# design 1

Fig. 1: design 1, clock routing
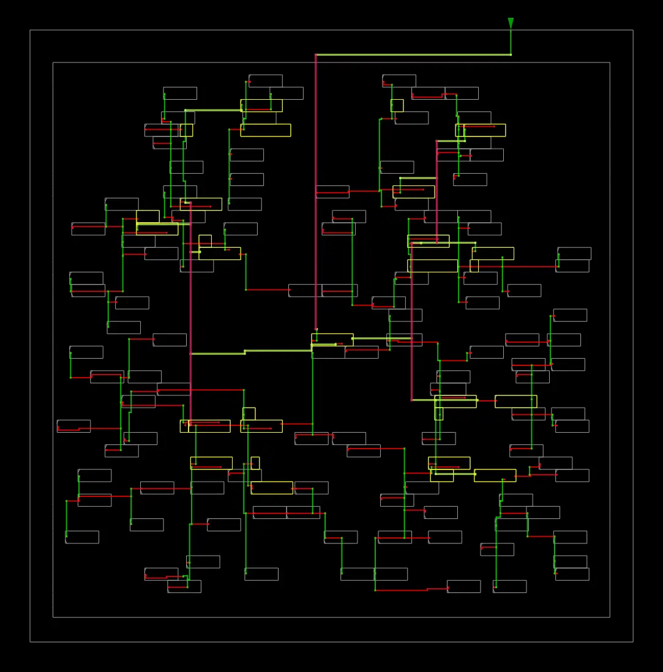
<file path="src/rtl/mem_access_unit.sv">
// Load/store unit for the EX stage: accepts one aligned access, runs it over a simple req/ack bus,
// formats load data and reports misalignment, read/write conflicts and bus timeouts on err.
module mem_access_unit #(
    parameter int TIMEOUT = 15
) (
    input  logic        clk,
    input  logic        rst,
    input  logic        ex_valid,
    input  logic        memread,
    input  logic        memwrite,
    input  logic [2:0]  funct3,
    input  logic [31:0] addr,
    input  logic [31:0] wdata,
    output logic        stall,
    output logic        done,
    output logic [31:0] rdata,
    output logic        err,
    output logic        bus_req,
    output logic        bus_we,
    output logic [31:0] bus_addr,
    output logic [3:0]  bus_wstrb,
    output logic [31:0] bus_wdata,
    input  logic        bus_ack,
    input  logic [31:0] bus_rdata
);

    typedef enum logic [1:0] {
        IDLE = 2'b00,
        REQ  = 2'b01,
        DONE = 2'b10
    } state_t;

    localparam int CW = $clog2(TIMEOUT + 1);

    state_t          state_r, state_s;
    logic [CW-1:0]   cnt_r, cnt_s;
    logic [2:0]      funct3_r;
    logic [1:0]      addr_lo_r;
    logic            we_r;
    logic            bus_req_r, bus_req_s;
    logic            bus_we_r;
    logic [31:0]     bus_addr_r;
    logic [3:0]      bus_wstrb_r;
    logic [31:0]     bus_wdata_r;
    logic [31:0]     rdata_r;
    logic            done_r, done_s;
    logic            err_r, err_s;
    logic            stall_s;
    logic            latch_s;
    logic            rload_s;

    // funct3[1:0] encodes size (00 byte, 01 half, others word); funct3[2] selects zero extension
    function automatic logic misaligned(input logic [2:0] f3, input logic [1:0] a);
        logic bad;
        case (f3[1:0])
            2'b00:   bad = 1'b0;
            2'b01:   bad = a[0];
            default: bad = (a != 2'b00);
        endcase
        return bad;
    endfunction

    function automatic logic [3:0] lane_strb(input logic [2:0] f3, input logic [1:0] a);
        logic [3:0] s;
        case (f3[1:0])
            2'b00:   s = 4'b0001 << a;
            2'b01:   s = 4'b0011 << {a[1], 1'b0};
            default: s = 4'b1111;
        endcase
        return s;
    endfunction

    function automatic logic [31:0] lane_data(input logic [2:0] f3, input logic [31:0] wd);
        logic [31:0] d;
        case (f3[1:0])
            2'b00:   d = {4{wd[7:0]}};
            2'b01:   d = {2{wd[15:0]}};
            default: d = wd;
        endcase
        return d;
    endfunction

    function automatic logic [31:0] load_fmt(input logic [2:0] f3, input logic [1:0] a,
                                             input logic [31:0] w);
        logic [7:0]  b;
        logic [15:0] h;
        logic [31:0] r;
        case (a)
            2'b00:   b = w[7:0];
            2'b01:   b = w[15:8];
            2'b10:   b = w[23:16];
            2'b11:   b = w[31:24];
            default: b = 8'h00;
        endcase
        h = a[1] ? w[31:16] : w[15:0];
        case (f3)
            3'b000:  r = {{24{b[7]}}, b};
            3'b001:  r = {{16{h[15]}}, h};
            3'b100:  r = {24'h000000, b};
            3'b101:  r = {16'h0000, h};
            default: r = w;
        endcase
        return r;
    endfunction

    // Next-state and control decode; ack takes priority over the timeout on the final REQ cycle
    always_comb begin
        state_s   = state_r;
        cnt_s     = cnt_r;
        stall_s   = 1'b0;
        done_s    = 1'b0;
        err_s     = 1'b0;
        bus_req_s = 1'b0;
        latch_s   = 1'b0;
        rload_s   = 1'b0;
        case (state_r)
            IDLE: begin
                if (ex_valid && memread && memwrite) begin
                    err_s = 1'b1;
                end else if (ex_valid && (memread || memwrite)) begin
                    if (misaligned(funct3, addr[1:0])) begin
                        err_s = 1'b1;
                    end else begin
                        latch_s   = 1'b1;
                        stall_s   = 1'b1;
                        bus_req_s = 1'b1;
                        cnt_s     = '0;
                        state_s   = REQ;
                    end
                end else begin
                    state_s = IDLE;
                end
            end
            REQ: begin
                stall_s = 1'b1;
                if (bus_ack) begin
                    done_s  = 1'b1;
                    rload_s = ~we_r;
                    state_s = DONE;
                end else if (cnt_r == CW'(TIMEOUT - 1)) begin
                    err_s   = 1'b1;
                    state_s = IDLE;
                end else begin
                    cnt_s     = cnt_r + CW'(1);
                    bus_req_s = 1'b1;
                end
            end
            DONE: begin
                state_s = IDLE;
            end
            default: begin
                state_s = IDLE;
            end
        endcase
    end

    // State, bus and result registers with synchronous active-low reset
    always_ff @(posedge clk) begin
        if (!rst) begin
            state_r     <= IDLE;
            cnt_r       <= '0;
            funct3_r    <= 3'b000;
            addr_lo_r   <= 2'b00;
            we_r        <= 1'b0;
            bus_req_r   <= 1'b0;
            bus_we_r    <= 1'b0;
            bus_addr_r  <= 32'h0000_0000;
            bus_wstrb_r <= 4'b0000;
            bus_wdata_r <= 32'h0000_0000;
            rdata_r     <= 32'h0000_0000;
            done_r      <= 1'b0;
            err_r       <= 1'b0;
        end else begin
            state_r   <= state_s;
            cnt_r     <= cnt_s;
            bus_req_r <= bus_req_s;
            done_r    <= done_s;
            err_r     <= err_s;
            if (latch_s) begin
                funct3_r    <= funct3;
                addr_lo_r   <= addr[1:0];
                we_r        <= memwrite;
                bus_we_r    <= memwrite;
                bus_addr_r  <= {addr[31:2], 2'b00};
                bus_wstrb_r <= memwrite ? lane_strb(funct3, addr[1:0]) : 4'b0000;
                bus_wdata_r <= lane_data(funct3, wdata);
            end else begin
                funct3_r <= funct3_r;
            end
            if (rload_s) begin
                rdata_r <= load_fmt(funct3_r, addr_lo_r, bus_rdata);
            end else begin
                rdata_r <= rdata_r;
            end
        end
    end

    // stall is combinational so the accept cycle itself freezes the pipeline
    assign stall     = stall_s & rst;
    assign done      = done_r;
    assign err       = err_r;
    assign rdata     = rdata_r;
    assign bus_req   = bus_req_r;
    assign bus_we    = bus_we_r;
    assign bus_addr  = bus_addr_r;
    assign bus_wstrb = bus_wstrb_r;
    assign bus_wdata = bus_wdata_r;

endmodule

</file>
<file path="config.mk">
export PLATFORM = sky130hd
export DESIGN_NAME = mem_access_unit
export DESIGN_NICKNAME = d
export VERILOG_FILES = /design/src/rtl/mem_access_unit.sv
export SDC_FILE = /design/constraint.sdc
export NUM_CORES = 1
export LEC_CHECK = 0
export CAP_MARGIN = 20
export CORE_AREA = 5 5 128 130
export CTS_CLUSTER_DIAMETER = 200
export DETAILED_ROUTE_END_ITERATION = 8
export DIE_AREA = 0 0 133 135
export GPL_ROUTABILITY_DRIVEN = 0
export PLACE_DENSITY = 0.78
export SLEW_MARGIN = 20
export SYNTH_ARGS = -nofsm -noshare
export SYNTH_HDL_FRONTEND = slang
export SYNTH_SLANG_ARGS = --single-unit
</file>
<file path="constraint.sdc">
create_clock -name clk -period 1.7 [get_ports clk]
set_input_delay 0.34 -clock clk [delete_from_list [all_inputs] [get_ports clk]]
set_output_delay 0.34 -clock clk [all_outputs]
set_load 0.005 [all_outputs]
</file>
==> impl_metrics.env <==
# physical design summary
export IMPL_max_freq_mhz=551.0
export IMPL_synthTopCellsByCount="182 x nand2_1, 113 x dfxtp_1, 58 x a21boi_0"
export IMPL_synthesis_area_sq_um=5141
export IMPL_cts_tree="yes"
export IMPL_utilization_pct=55.16
export IMPL_tapCellCount=188
export IMPL_hold_path_class="register to register"
export IMPL_numSynthFlops=113
export IMPL_critPathLaunchType="primary input"
export IMPL_synth_logic_top_family="AND-OR/OR-AND gates"
export IMPL_synth_xor_area_share_pct=0.5111
export IMPL_compound_area_share_pct=24.60
export IMPL_arrival_ns=1.47
export IMPL_root_buffer="clkbuf_16"
export IMPL_area_leaders="dfxtp_1 44%, nand2_1 13%, a21boi_0 8.5%, o21ai_0 4.0%, o211a_1 3.7%"
export IMPL_finalMaxSlewViolations=0
export IMPL_worst_slack_ns=-0.1148
export IMPL_num_multi_input_gates=452
export IMPL_seq_cells=113
export IMPL_power_top_group="the clock network"
export IMPL_min_period_ns=1.815
export IMPL_postCtsResizedCells=16
export IMPL_violations="setup timing"
export IMPL_pwr_share_seq_pct=38.4
export IMPL_clock_path_buffers=2
export IMPL_netlist_instances=632
export IMPL_ys_sh_simple_pct=20.44
export IMPL_status="complete, but fails checks"
export IMPL_p_total_mw=7.388
export IMPL_grt_max_degree=116
export IMPL_area_growth_pct=61.30
export IMPL_dp_cells=1019
export IMPL_yosysTopAreaCell="dfxtp_1"
export IMPL_cts_htree_levels=4
export IMPL_syn_area_per_cell_sq_um=8.135
export IMPL_buffers_excl_clock=256
export IMPL_netSwitchingFraction_pct=23.77
export IMPL_vias_per_cell=4.960
export IMPL_setup_viol=1
## Picture notes: Fig. 1
Fin Clk Skew: 0.006735 ns
CLK BUF: 19
Sink Count: 113
clock buffer count from CTS: 17

metal layers:
metal / wire (um) / vias to the layer above / GRT usage [%]
met5: 0 / - / 0
met4: 510 / 0 / 9.584
met3: 1002 / 35 / 5.663
met2: 8278 / 160 / 31.04
met1: 7172 / 2421 / 21.13
li1: - / 2607 / -
flip-flops by register name, indices dropped and copies added, names as in the netlist:
name,cells
bus_wdata,32
funct3_r,3
bus_we,1
state_r,2
bus_addr,30
done,1
bus_req,1
cnt_r,4
rdata,32
err,1
bus_wstrb,4
addr_lo_r,2
final timing paths:
path                             start                  endpoint  slack (ns)  cells after the start
max                            addr[0]                     stall       -0.11                      5
min           bus_addr[2]$_SDFFE_PN0P_  bus_addr[2]$_SDFFE_PN0P_        0.46                      2
max reg2reg  addr_lo_r[1]$_SDFFE_PN0P_    rdata[19]$_SDFFE_PN0P_        0.04                      5
min reg2reg   bus_addr[2]$_SDFFE_PN0P_  bus_addr[2]$_SDFFE_PN0P_        0.46                      2
critical path, stage by stage:
cell and delay, ns:
clkdlybuf4s50_1 0.49, a21oi_2 0.06, o211a_4 0.25, o211a_1 0.21
buf_6 0.12

# design 2

## config.mk

```make
export PLATFORM = sky130hd
export DESIGN_NAME = led_effect_sequencer
export DESIGN_NICKNAME = d
export VERILOG_FILES = /design/src/rtl/led_effect_sequencer.sv
export SDC_FILE = /design/constraint.sdc
export NUM_CORES = 1
export LEC_CHECK = 0
export CORE_MARGIN = 5
export CORE_UTILIZATION = 53
export CTS_CLUSTER_DIAMETER = 40
export DETAILED_ROUTE_END_ITERATION = 8
export GPL_ROUTABILITY_DRIVEN = 0
export PLACE_DENSITY = 0.85
export SKIP_CTS_REPAIR_TIMING = 1
export SYNTH_ARGS = -nofsm -noshare
export SYNTH_HDL_FRONTEND = slang
export SYNTH_SLANG_ARGS = --single-unit
```

## constraint.sdc

```tcl
create_clock -name I_CLK_100MHZ -period 7.7 [get_ports I_CLK_100MHZ]
set_clock_uncertainty 0.2 [all_clocks]
set_input_delay 2.31 -clock I_CLK_100MHZ [delete_from_list [all_inputs] [get_ports I_CLK_100MHZ]]
set_output_delay 2.31 -clock I_CLK_100MHZ [all_outputs]
set_load 0.03 [all_outputs]
```

## src/rtl/led_effect_sequencer.sv

```systemverilog
// ---------------------------------------------------------------------------
// led_effect_sequencer
//
// Top-level LED effect controller. Selects the active effect (off, rainbow,
// inverted rainbow, white breathe), steps the fade speed, holds the rainbow
// datapath in reset whenever it is unused or a mode switch is in progress,
// and registers the final 7-bit R/G/B duties for the PWM stage.
//
// Ports:
//   I_CLK_100MHZ          system clock (only clock)
//   I_RST                 asynchronous active-high reset
//   I_CE_10KHZ            one-cycle 10 kHz clock enable (breathe timebase)
//   I_MODE_NEXT           one-cycle pulse, advance effect mode
//   I_SPEED_NEXT          one-cycle pulse, advance speed step
//   I_DUTY_R/G/B          duties from the rainbow datapath
//   O_TIMER               speed timer value for rainbow and breathe
//   O_BRIGHTNESS          peak duty (constant BRIGHTNESS)
//   O_INVERTED            rainbow direction select
//   O_RAINBOW_RST         synchronous reset to the rainbow datapath
//   O_DUTY_R/G/B          final duties to the PWM
//   O_MODE                current mode (0 OFF, 1 RAINBOW, 2 RAINBOW_INV, 3 BREATHE)
//   O_BUSY                high while a mode switch is in progress
// ---------------------------------------------------------------------------
module led_effect_sequencer #(
  parameter logic [6:0] BRIGHTNESS    = 7'd100,
  parameter logic [9:0] TIMER_S0      = 10'd0,
  parameter logic [9:0] TIMER_S1      = 10'd9,
  parameter logic [9:0] TIMER_S2      = 10'd49,
  parameter logic [9:0] TIMER_S3      = 10'd199,
  parameter logic [3:0] SWITCH_CYCLES = 4'd2
) (
  input  logic       I_CLK_100MHZ,
  input  logic       I_RST,
  input  logic       I_CE_10KHZ,
  input  logic       I_MODE_NEXT,
  input  logic       I_SPEED_NEXT,
  input  logic [6:0] I_DUTY_R,
  input  logic [6:0] I_DUTY_G,
  input  logic [6:0] I_DUTY_B,
  output logic [9:0] O_TIMER,
  output logic [6:0] O_BRIGHTNESS,
  output logic       O_INVERTED,
  output logic       O_RAINBOW_RST,
  output logic [6:0] O_DUTY_R,
  output logic [6:0] O_DUTY_G,
  output logic [6:0] O_DUTY_B,
  output logic [1:0] O_MODE,
  output logic       O_BUSY
);

  typedef enum logic {ST_STEADY = 1'b0, ST_SWITCH = 1'b1} state_t;

  localparam logic [1:0] MODE_OFF         = 2'd0;
  localparam logic [1:0] MODE_RAINBOW     = 2'd1;
  localparam logic [1:0] MODE_RAINBOW_INV = 2'd2;
  localparam logic [1:0] MODE_BREATHE     = 2'd3;

  // FSM state
  state_t     r_state;
  logic [1:0] r_mode;
  logic [1:0] r_target;
  logic [3:0] r_sw_cnt;
  logic [1:0] r_speed;

  // Breathe generator state
  logic [6:0] r_level;
  logic       r_dir_down;
  logic [9:0] r_tick_cnt;

  // Registered outputs
  logic [9:0] r_timer;
  logic       r_busy;
  logic       r_rainbow_rst;
  logic       r_inverted;
  logic [6:0] r_duty_r;
  logic [6:0] r_duty_g;
  logic [6:0] r_duty_b;

  // Next-state / next-output values
  state_t     w_state_next;
  logic [1:0] w_mode_next;
  logic [1:0] w_target_next;
  logic [3:0] w_sw_cnt_next;
  logic [1:0] w_speed_next;
  logic [9:0] w_timer_next;
  logic       w_breathe_active;
  logic       w_tick;
  logic [6:0] w_level_next;
  logic       w_dir_down_next;
  logic [9:0] w_tick_cnt_next;
  logic       w_busy_next;
  logic       w_rainbow_rst_next;
  logic       w_inverted_next;
  logic [6:0] w_duty_r_next;
  logic [6:0] w_duty_g_next;
  logic [6:0] w_duty_b_next;

  // -------------------------------------------------------------------------
  // Process 1: state register
  // -------------------------------------------------------------------------
  // NOTE: sequential state uses non-blocking (<=) so every register samples
  // pre-edge values; blocking here would create order-dependent simulation.
  always_ff @(posedge I_CLK_100MHZ or posedge I_RST) begin
    if (I_RST) begin
      r_state  <= ST_STEADY;
      r_mode   <= MODE_OFF;
      r_target <= MODE_OFF;
      r_sw_cnt <= 4'd0;
      r_speed  <= 2'd1;
    end else begin
      r_state  <= w_state_next;
      r_mode   <= w_mode_next;
      r_target <= w_target_next;
      r_sw_cnt <= w_sw_cnt_next;
      r_speed  <= w_speed_next;
    end
  end

  // -------------------------------------------------------------------------
  // Process 2: next-state logic
  // -------------------------------------------------------------------------
  // NOTE: every combinational output is assigned a default first, so no path
  // leaves a signal unassigned and no latch is inferred.
  always_comb begin
    w_state_next  = r_state;
    w_mode_next   = r_mode;
    w_target_next = r_target;
    w_sw_cnt_next = r_sw_cnt;
    w_speed_next  = I_SPEED_NEXT ? r_speed + 2'd1 : r_speed;

    unique case (r_state)
      ST_STEADY: begin
        if (I_MODE_NEXT) begin
          w_state_next  = ST_SWITCH;
          w_target_next = r_mode + 2'd1;
          w_sw_cnt_next = SWITCH_CYCLES - 4'd1;
        end
      end
      ST_SWITCH: begin
        // Mode pulses are deliberately ignored here (not queued).
        if (r_sw_cnt == 4'd0) begin
          w_state_next = ST_STEADY;
          w_mode_next  = r_target;
        end else begin
          w_sw_cnt_next = r_sw_cnt - 4'd1;
        end
      end
      default: w_state_next = ST_STEADY;
    endcase
  end

  // Speed index to timer value; speed changes land on O_TIMER next edge.
  always_comb begin
    unique case (w_speed_next)
      2'd0:    w_timer_next = TIMER_S0;
      2'd1:    w_timer_next = TIMER_S1;
      2'd2:    w_timer_next = TIMER_S2;
      default: w_timer_next = TIMER_S3;
    endcase
  end

  // Breathe triangle generator; runs only while steady in BREATHE, otherwise
  // parked at level 0 / up / counter 0 so each entry starts from black.
  // The counter compares against the current O_TIMER; after a speed step to a
  // smaller timer it may run up through 10'h3FF before matching again.
  always_comb begin
    w_breathe_active = (r_state == ST_STEADY) && (r_mode == MODE_BREATHE);
    w_tick           = 1'b0;
    w_level_next     = r_level;
    w_dir_down_next  = r_dir_down;
    w_tick_cnt_next  = r_tick_cnt;

    if (!w_breathe_active) begin
      w_level_next    = 7'd0;
      w_dir_down_next = 1'b0;
      w_tick_cnt_next = 10'd0;
    end else if (I_CE_10KHZ) begin
      if (r_tick_cnt == r_timer) begin
        w_tick_cnt_next = 10'd0;
        w_tick          = 1'b1;
      end else begin
        w_tick_cnt_next = r_tick_cnt + 10'd1;
      end
    end

    if (w_tick) begin
      if (!r_dir_down) begin
        if (r_level == BRIGHTNESS) begin
          w_dir_down_next = 1'b1;
          w_level_next    = r_level - 7'd1;
        end else begin
          w_level_next = r_level + 7'd1;
        end
      end else begin
        if (r_level == 7'd0) begin
          w_dir_down_next = 1'b0;
          w_level_next    = r_level + 7'd1;
        end else begin
          w_level_next = r_level - 7'd1;
        end
      end
    end
  end

  // -------------------------------------------------------------------------
  // Process 3: output logic (decoded from the next state so the registered
  // outputs line up with the state they describe)
  // -------------------------------------------------------------------------
  always_comb begin
    w_busy_next        = (w_state_next == ST_SWITCH);
    w_rainbow_rst_next = 1'b1;
    w_inverted_next    = 1'b0;
    w_duty_r_next      = 7'd0;
    w_duty_g_next      = 7'd0;
    w_duty_b_next      = 7'd0;

    if (w_state_next == ST_STEADY) begin
      unique case (w_mode_next)
        MODE_RAINBOW, MODE_RAINBOW_INV: begin
          w_rainbow_rst_next = 1'b0;
          w_inverted_next    = (w_mode_next == MODE_RAINBOW_INV);
          w_duty_r_next      = I_DUTY_R;
          w_duty_g_next      = I_DUTY_G;
          w_duty_b_next      = I_DUTY_B;
        end
        MODE_BREATHE: begin
          w_duty_r_next = w_level_next;
          w_duty_g_next = w_level_next;
          w_duty_b_next = w_level_next;
        end
        default: ;
      endcase
    end
  end

  always_ff @(posedge I_CLK_100MHZ or posedge I_RST) begin
    if (I_RST) begin
      r_level       <= 7'd0;
      r_dir_down    <= 1'b0;
      r_tick_cnt    <= 10'd0;
      r_timer       <= TIMER_S1;
      r_busy        <= 1'b0;
      r_rainbow_rst <= 1'b1;
      r_inverted    <= 1'b0;
      r_duty_r      <= 7'd0;
      r_duty_g      <= 7'd0;
      r_duty_b      <= 7'd0;
    end else begin
      r_level       <= w_level_next;
      r_dir_down    <= w_dir_down_next;
      r_tick_cnt    <= w_tick_cnt_next;
      r_timer       <= w_timer_next;
      r_busy        <= w_busy_next;
      r_rainbow_rst <= w_rainbow_rst_next;
      r_inverted    <= w_inverted_next;
      r_duty_r      <= w_duty_r_next;
      r_duty_g      <= w_duty_g_next;
      r_duty_b      <= w_duty_b_next;
    end
  end

  assign O_TIMER       = r_timer;
  assign O_BRIGHTNESS  = BRIGHTNESS;
  assign O_INVERTED    = r_inverted;
  assign O_RAINBOW_RST = r_rainbow_rst;
  assign O_DUTY_R      = r_duty_r;
  assign O_DUTY_G      = r_duty_g;
  assign O_DUTY_B      = r_duty_b;
  assign O_MODE        = r_mode;
  assign O_BUSY        = r_busy;

endmodule

```

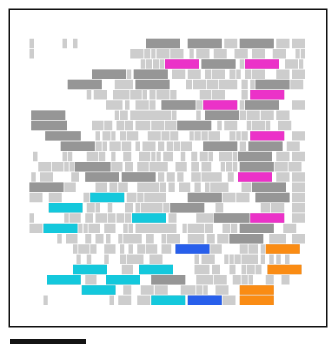
Fig. 2. Where the registers sit (design 2).
Scale bar: 20 um. Other sequential cells in the stronger grey, the rest of the logic in the fainter grey.
[blue] O_MODE | placed flops: 2
[orange] r_sw_cnt | placed flops: 4 | where: lower right
[cyan] r_tick_cnt | placed flops: 10
[magenta] O_DUTY_B | placed flops: 7
not coloured: 33
seq pwr: 0.411 mW
final core utilization: 69.23%
Seq. cell area: 1406 sq um
sequential cell area share: 39.27%

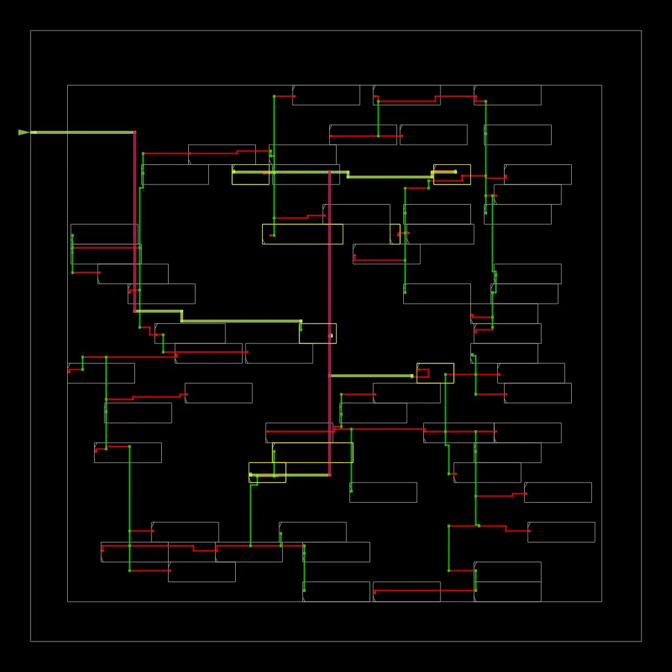
Fig. 3. Clock routing (design 2).
Power Clock: 0.226 mW
Sink Count: 56
flip-flops: 56
clock buffer count from CTS: 5

==> impl_metrics.env <==
# physical design summary
export IMPL_comb_area_sq_um=1311
export IMPL_yosys_area_top_type_share_pct=45.28
export IMPL_r2r_start="r_sw_cnt[0]$_DFFE_PP0P_"
export IMPL_comb_area_share_pct=36.62
export IMPL_yosysTopAreaCell="dfrtp_1"
export IMPL_rsz0062_at_grt="no"
export IMPL_regToRegEndpoint="O_DUTY_R[0]$_DFF_PP0_"
export IMPL_status="finished clean"
export IMPL_arrival_ns=4.31
export IMPL_drtIter0Drc=141
export IMPL_dp_cells=407
export IMPL_gr_usage_all_layers_pct=19.05
export IMPL_clock_latency_ns=0.32
export IMPL_synth_logic_top_family="simple AND/OR/NAND/NOR gates"
export IMPL_drc=0
export IMPL_critPathLaunchType="primary input"
export IMPL_slew_headroom_pct=18.40
export IMPL_synthesis_area_sq_um=2874
export IMPL_routed_wirelength_um=6437
export IMPL_lay_top_cells="59 x clkdlybuf4s50_1, 52 x dfrtp_1, 31 x nand2_1"
export IMPL_nonClkBufAreaFrac_pct=16.49
export IMPL_cpPeakStageDelay_ns=0.67
export IMPL_path_max_fanout=9
export IMPL_lay_top_count="clkdlybuf4s50_1"
export IMPL_area_leaders="dfrtp_1 45%, nand2_1 4.0%, buf_4 3.7%, dfstp_2 3.7%, ha_1 3.5%"
export IMPL_min_period_ns=4.327
export IMPL_crit_end="O_DUTY_R[2]$_DFF_PP0_"
export IMPL_cp_slowest_cell="clkdlybuf4s50_1"
export IMPL_crit_required_ns=7.68
export IMPL_tightest_slew_ns=1.217
export IMPL_grt_pass1_wl_um=11010
export IMPL_core_area_sq_um=5172
export IMPL_dominant_cells="registers"
export IMPL_antenna_found_initial=0
export IMPL_path_buffers=1
export IMPL_cts_htree_levels=2
export IMPL_reg2regPathDepth=8
export IMPL_grt_max_degree=57
export IMPL_cp_startpoint="I_CE_10KHZ"
export IMPL_hold_path_class="register to register"
export IMPL_synth_xor_area_share_pct=3.657
export IMPL_wl_per_cell_um=15.51
export IMPL_syn_area_per_cell_sq_um=9.809
export IMPL_peakVddDrop_v=0.0001881
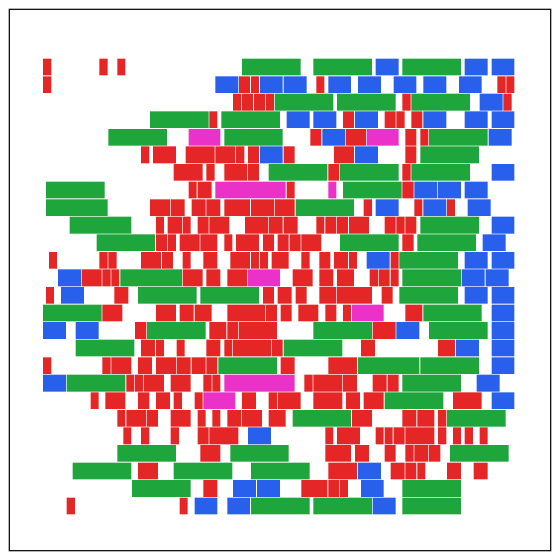
Fig. 4. Placed cells, one colour a class (design 2).
[blue] other buffers and delay cells | cells: 59
[red] all other logic | cells: 222
[magenta] clock drivers and dummy loads | cells: 8
[green] flip-flops | cells: 56
row cnt: 26
post-route cell area: 3581 sq um

per-layer routing:
| layer | routed length (um) | global-route usage (%) |
|---|---|---|
| met4 | 80 | 4.678 |
| met2 | 3017 | 30.87 |
| met3 | 367 | 4.738 |
| met1 | 2972 | 25.70 |
| met5 | 0 | 0 |
where the power goes:
group          internal (mW)  total, mW  switching [mW]  leakage (nW)
sequential             0.368      0.411          0.0428         0.744
combinational          0.190      0.473           0.283         0.757
clock                  0.130      0.226          0.0964        0.0654
stage by stage:
step	worst slack [ns]	hold slack [ns]	utilization (%)
floorplan	3.825	0.2022	-
global placement	3.054	0.2127	66.67
detailed placement	3.057	0.2404	66.67
CTS	3.389	0.2544	69.23
global route	3.186	0.2745	69.23
finish	3.373	0.2560	69.23
sequential cells by signal, summed over array words and instances, names as in the netlist:
register and cells:
O_MODE 2, O_DUTY_G 7, O_DUTY_R 7, r_dir_down 1, r_tick_cnt 10, r_speed 2
O_BUSY 1, r_target 2, r_level 7, O_TIMER 4, O_DUTY_B 7, O_INVERTED 1
O_RAINBOW_RST 1, r_sw_cnt 4


==> notes/layouts.md <==
Pictures saved along the way, in no particular order.

Clock network drawn from the DEF.
Plate I
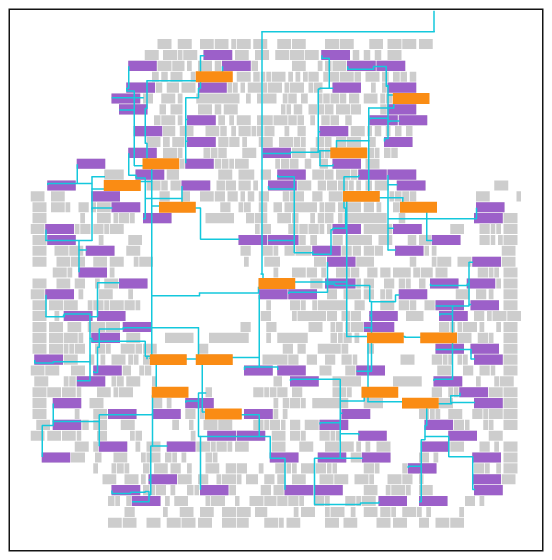
Plate II
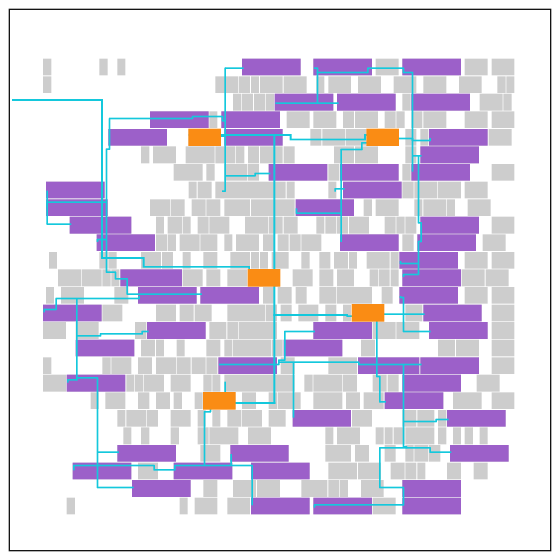
For design 1, see Plate I.
For design 2, see Plate II.
Of these, most sequential cells: Plate I

Power is estimated from default activity; no workload was simulated.
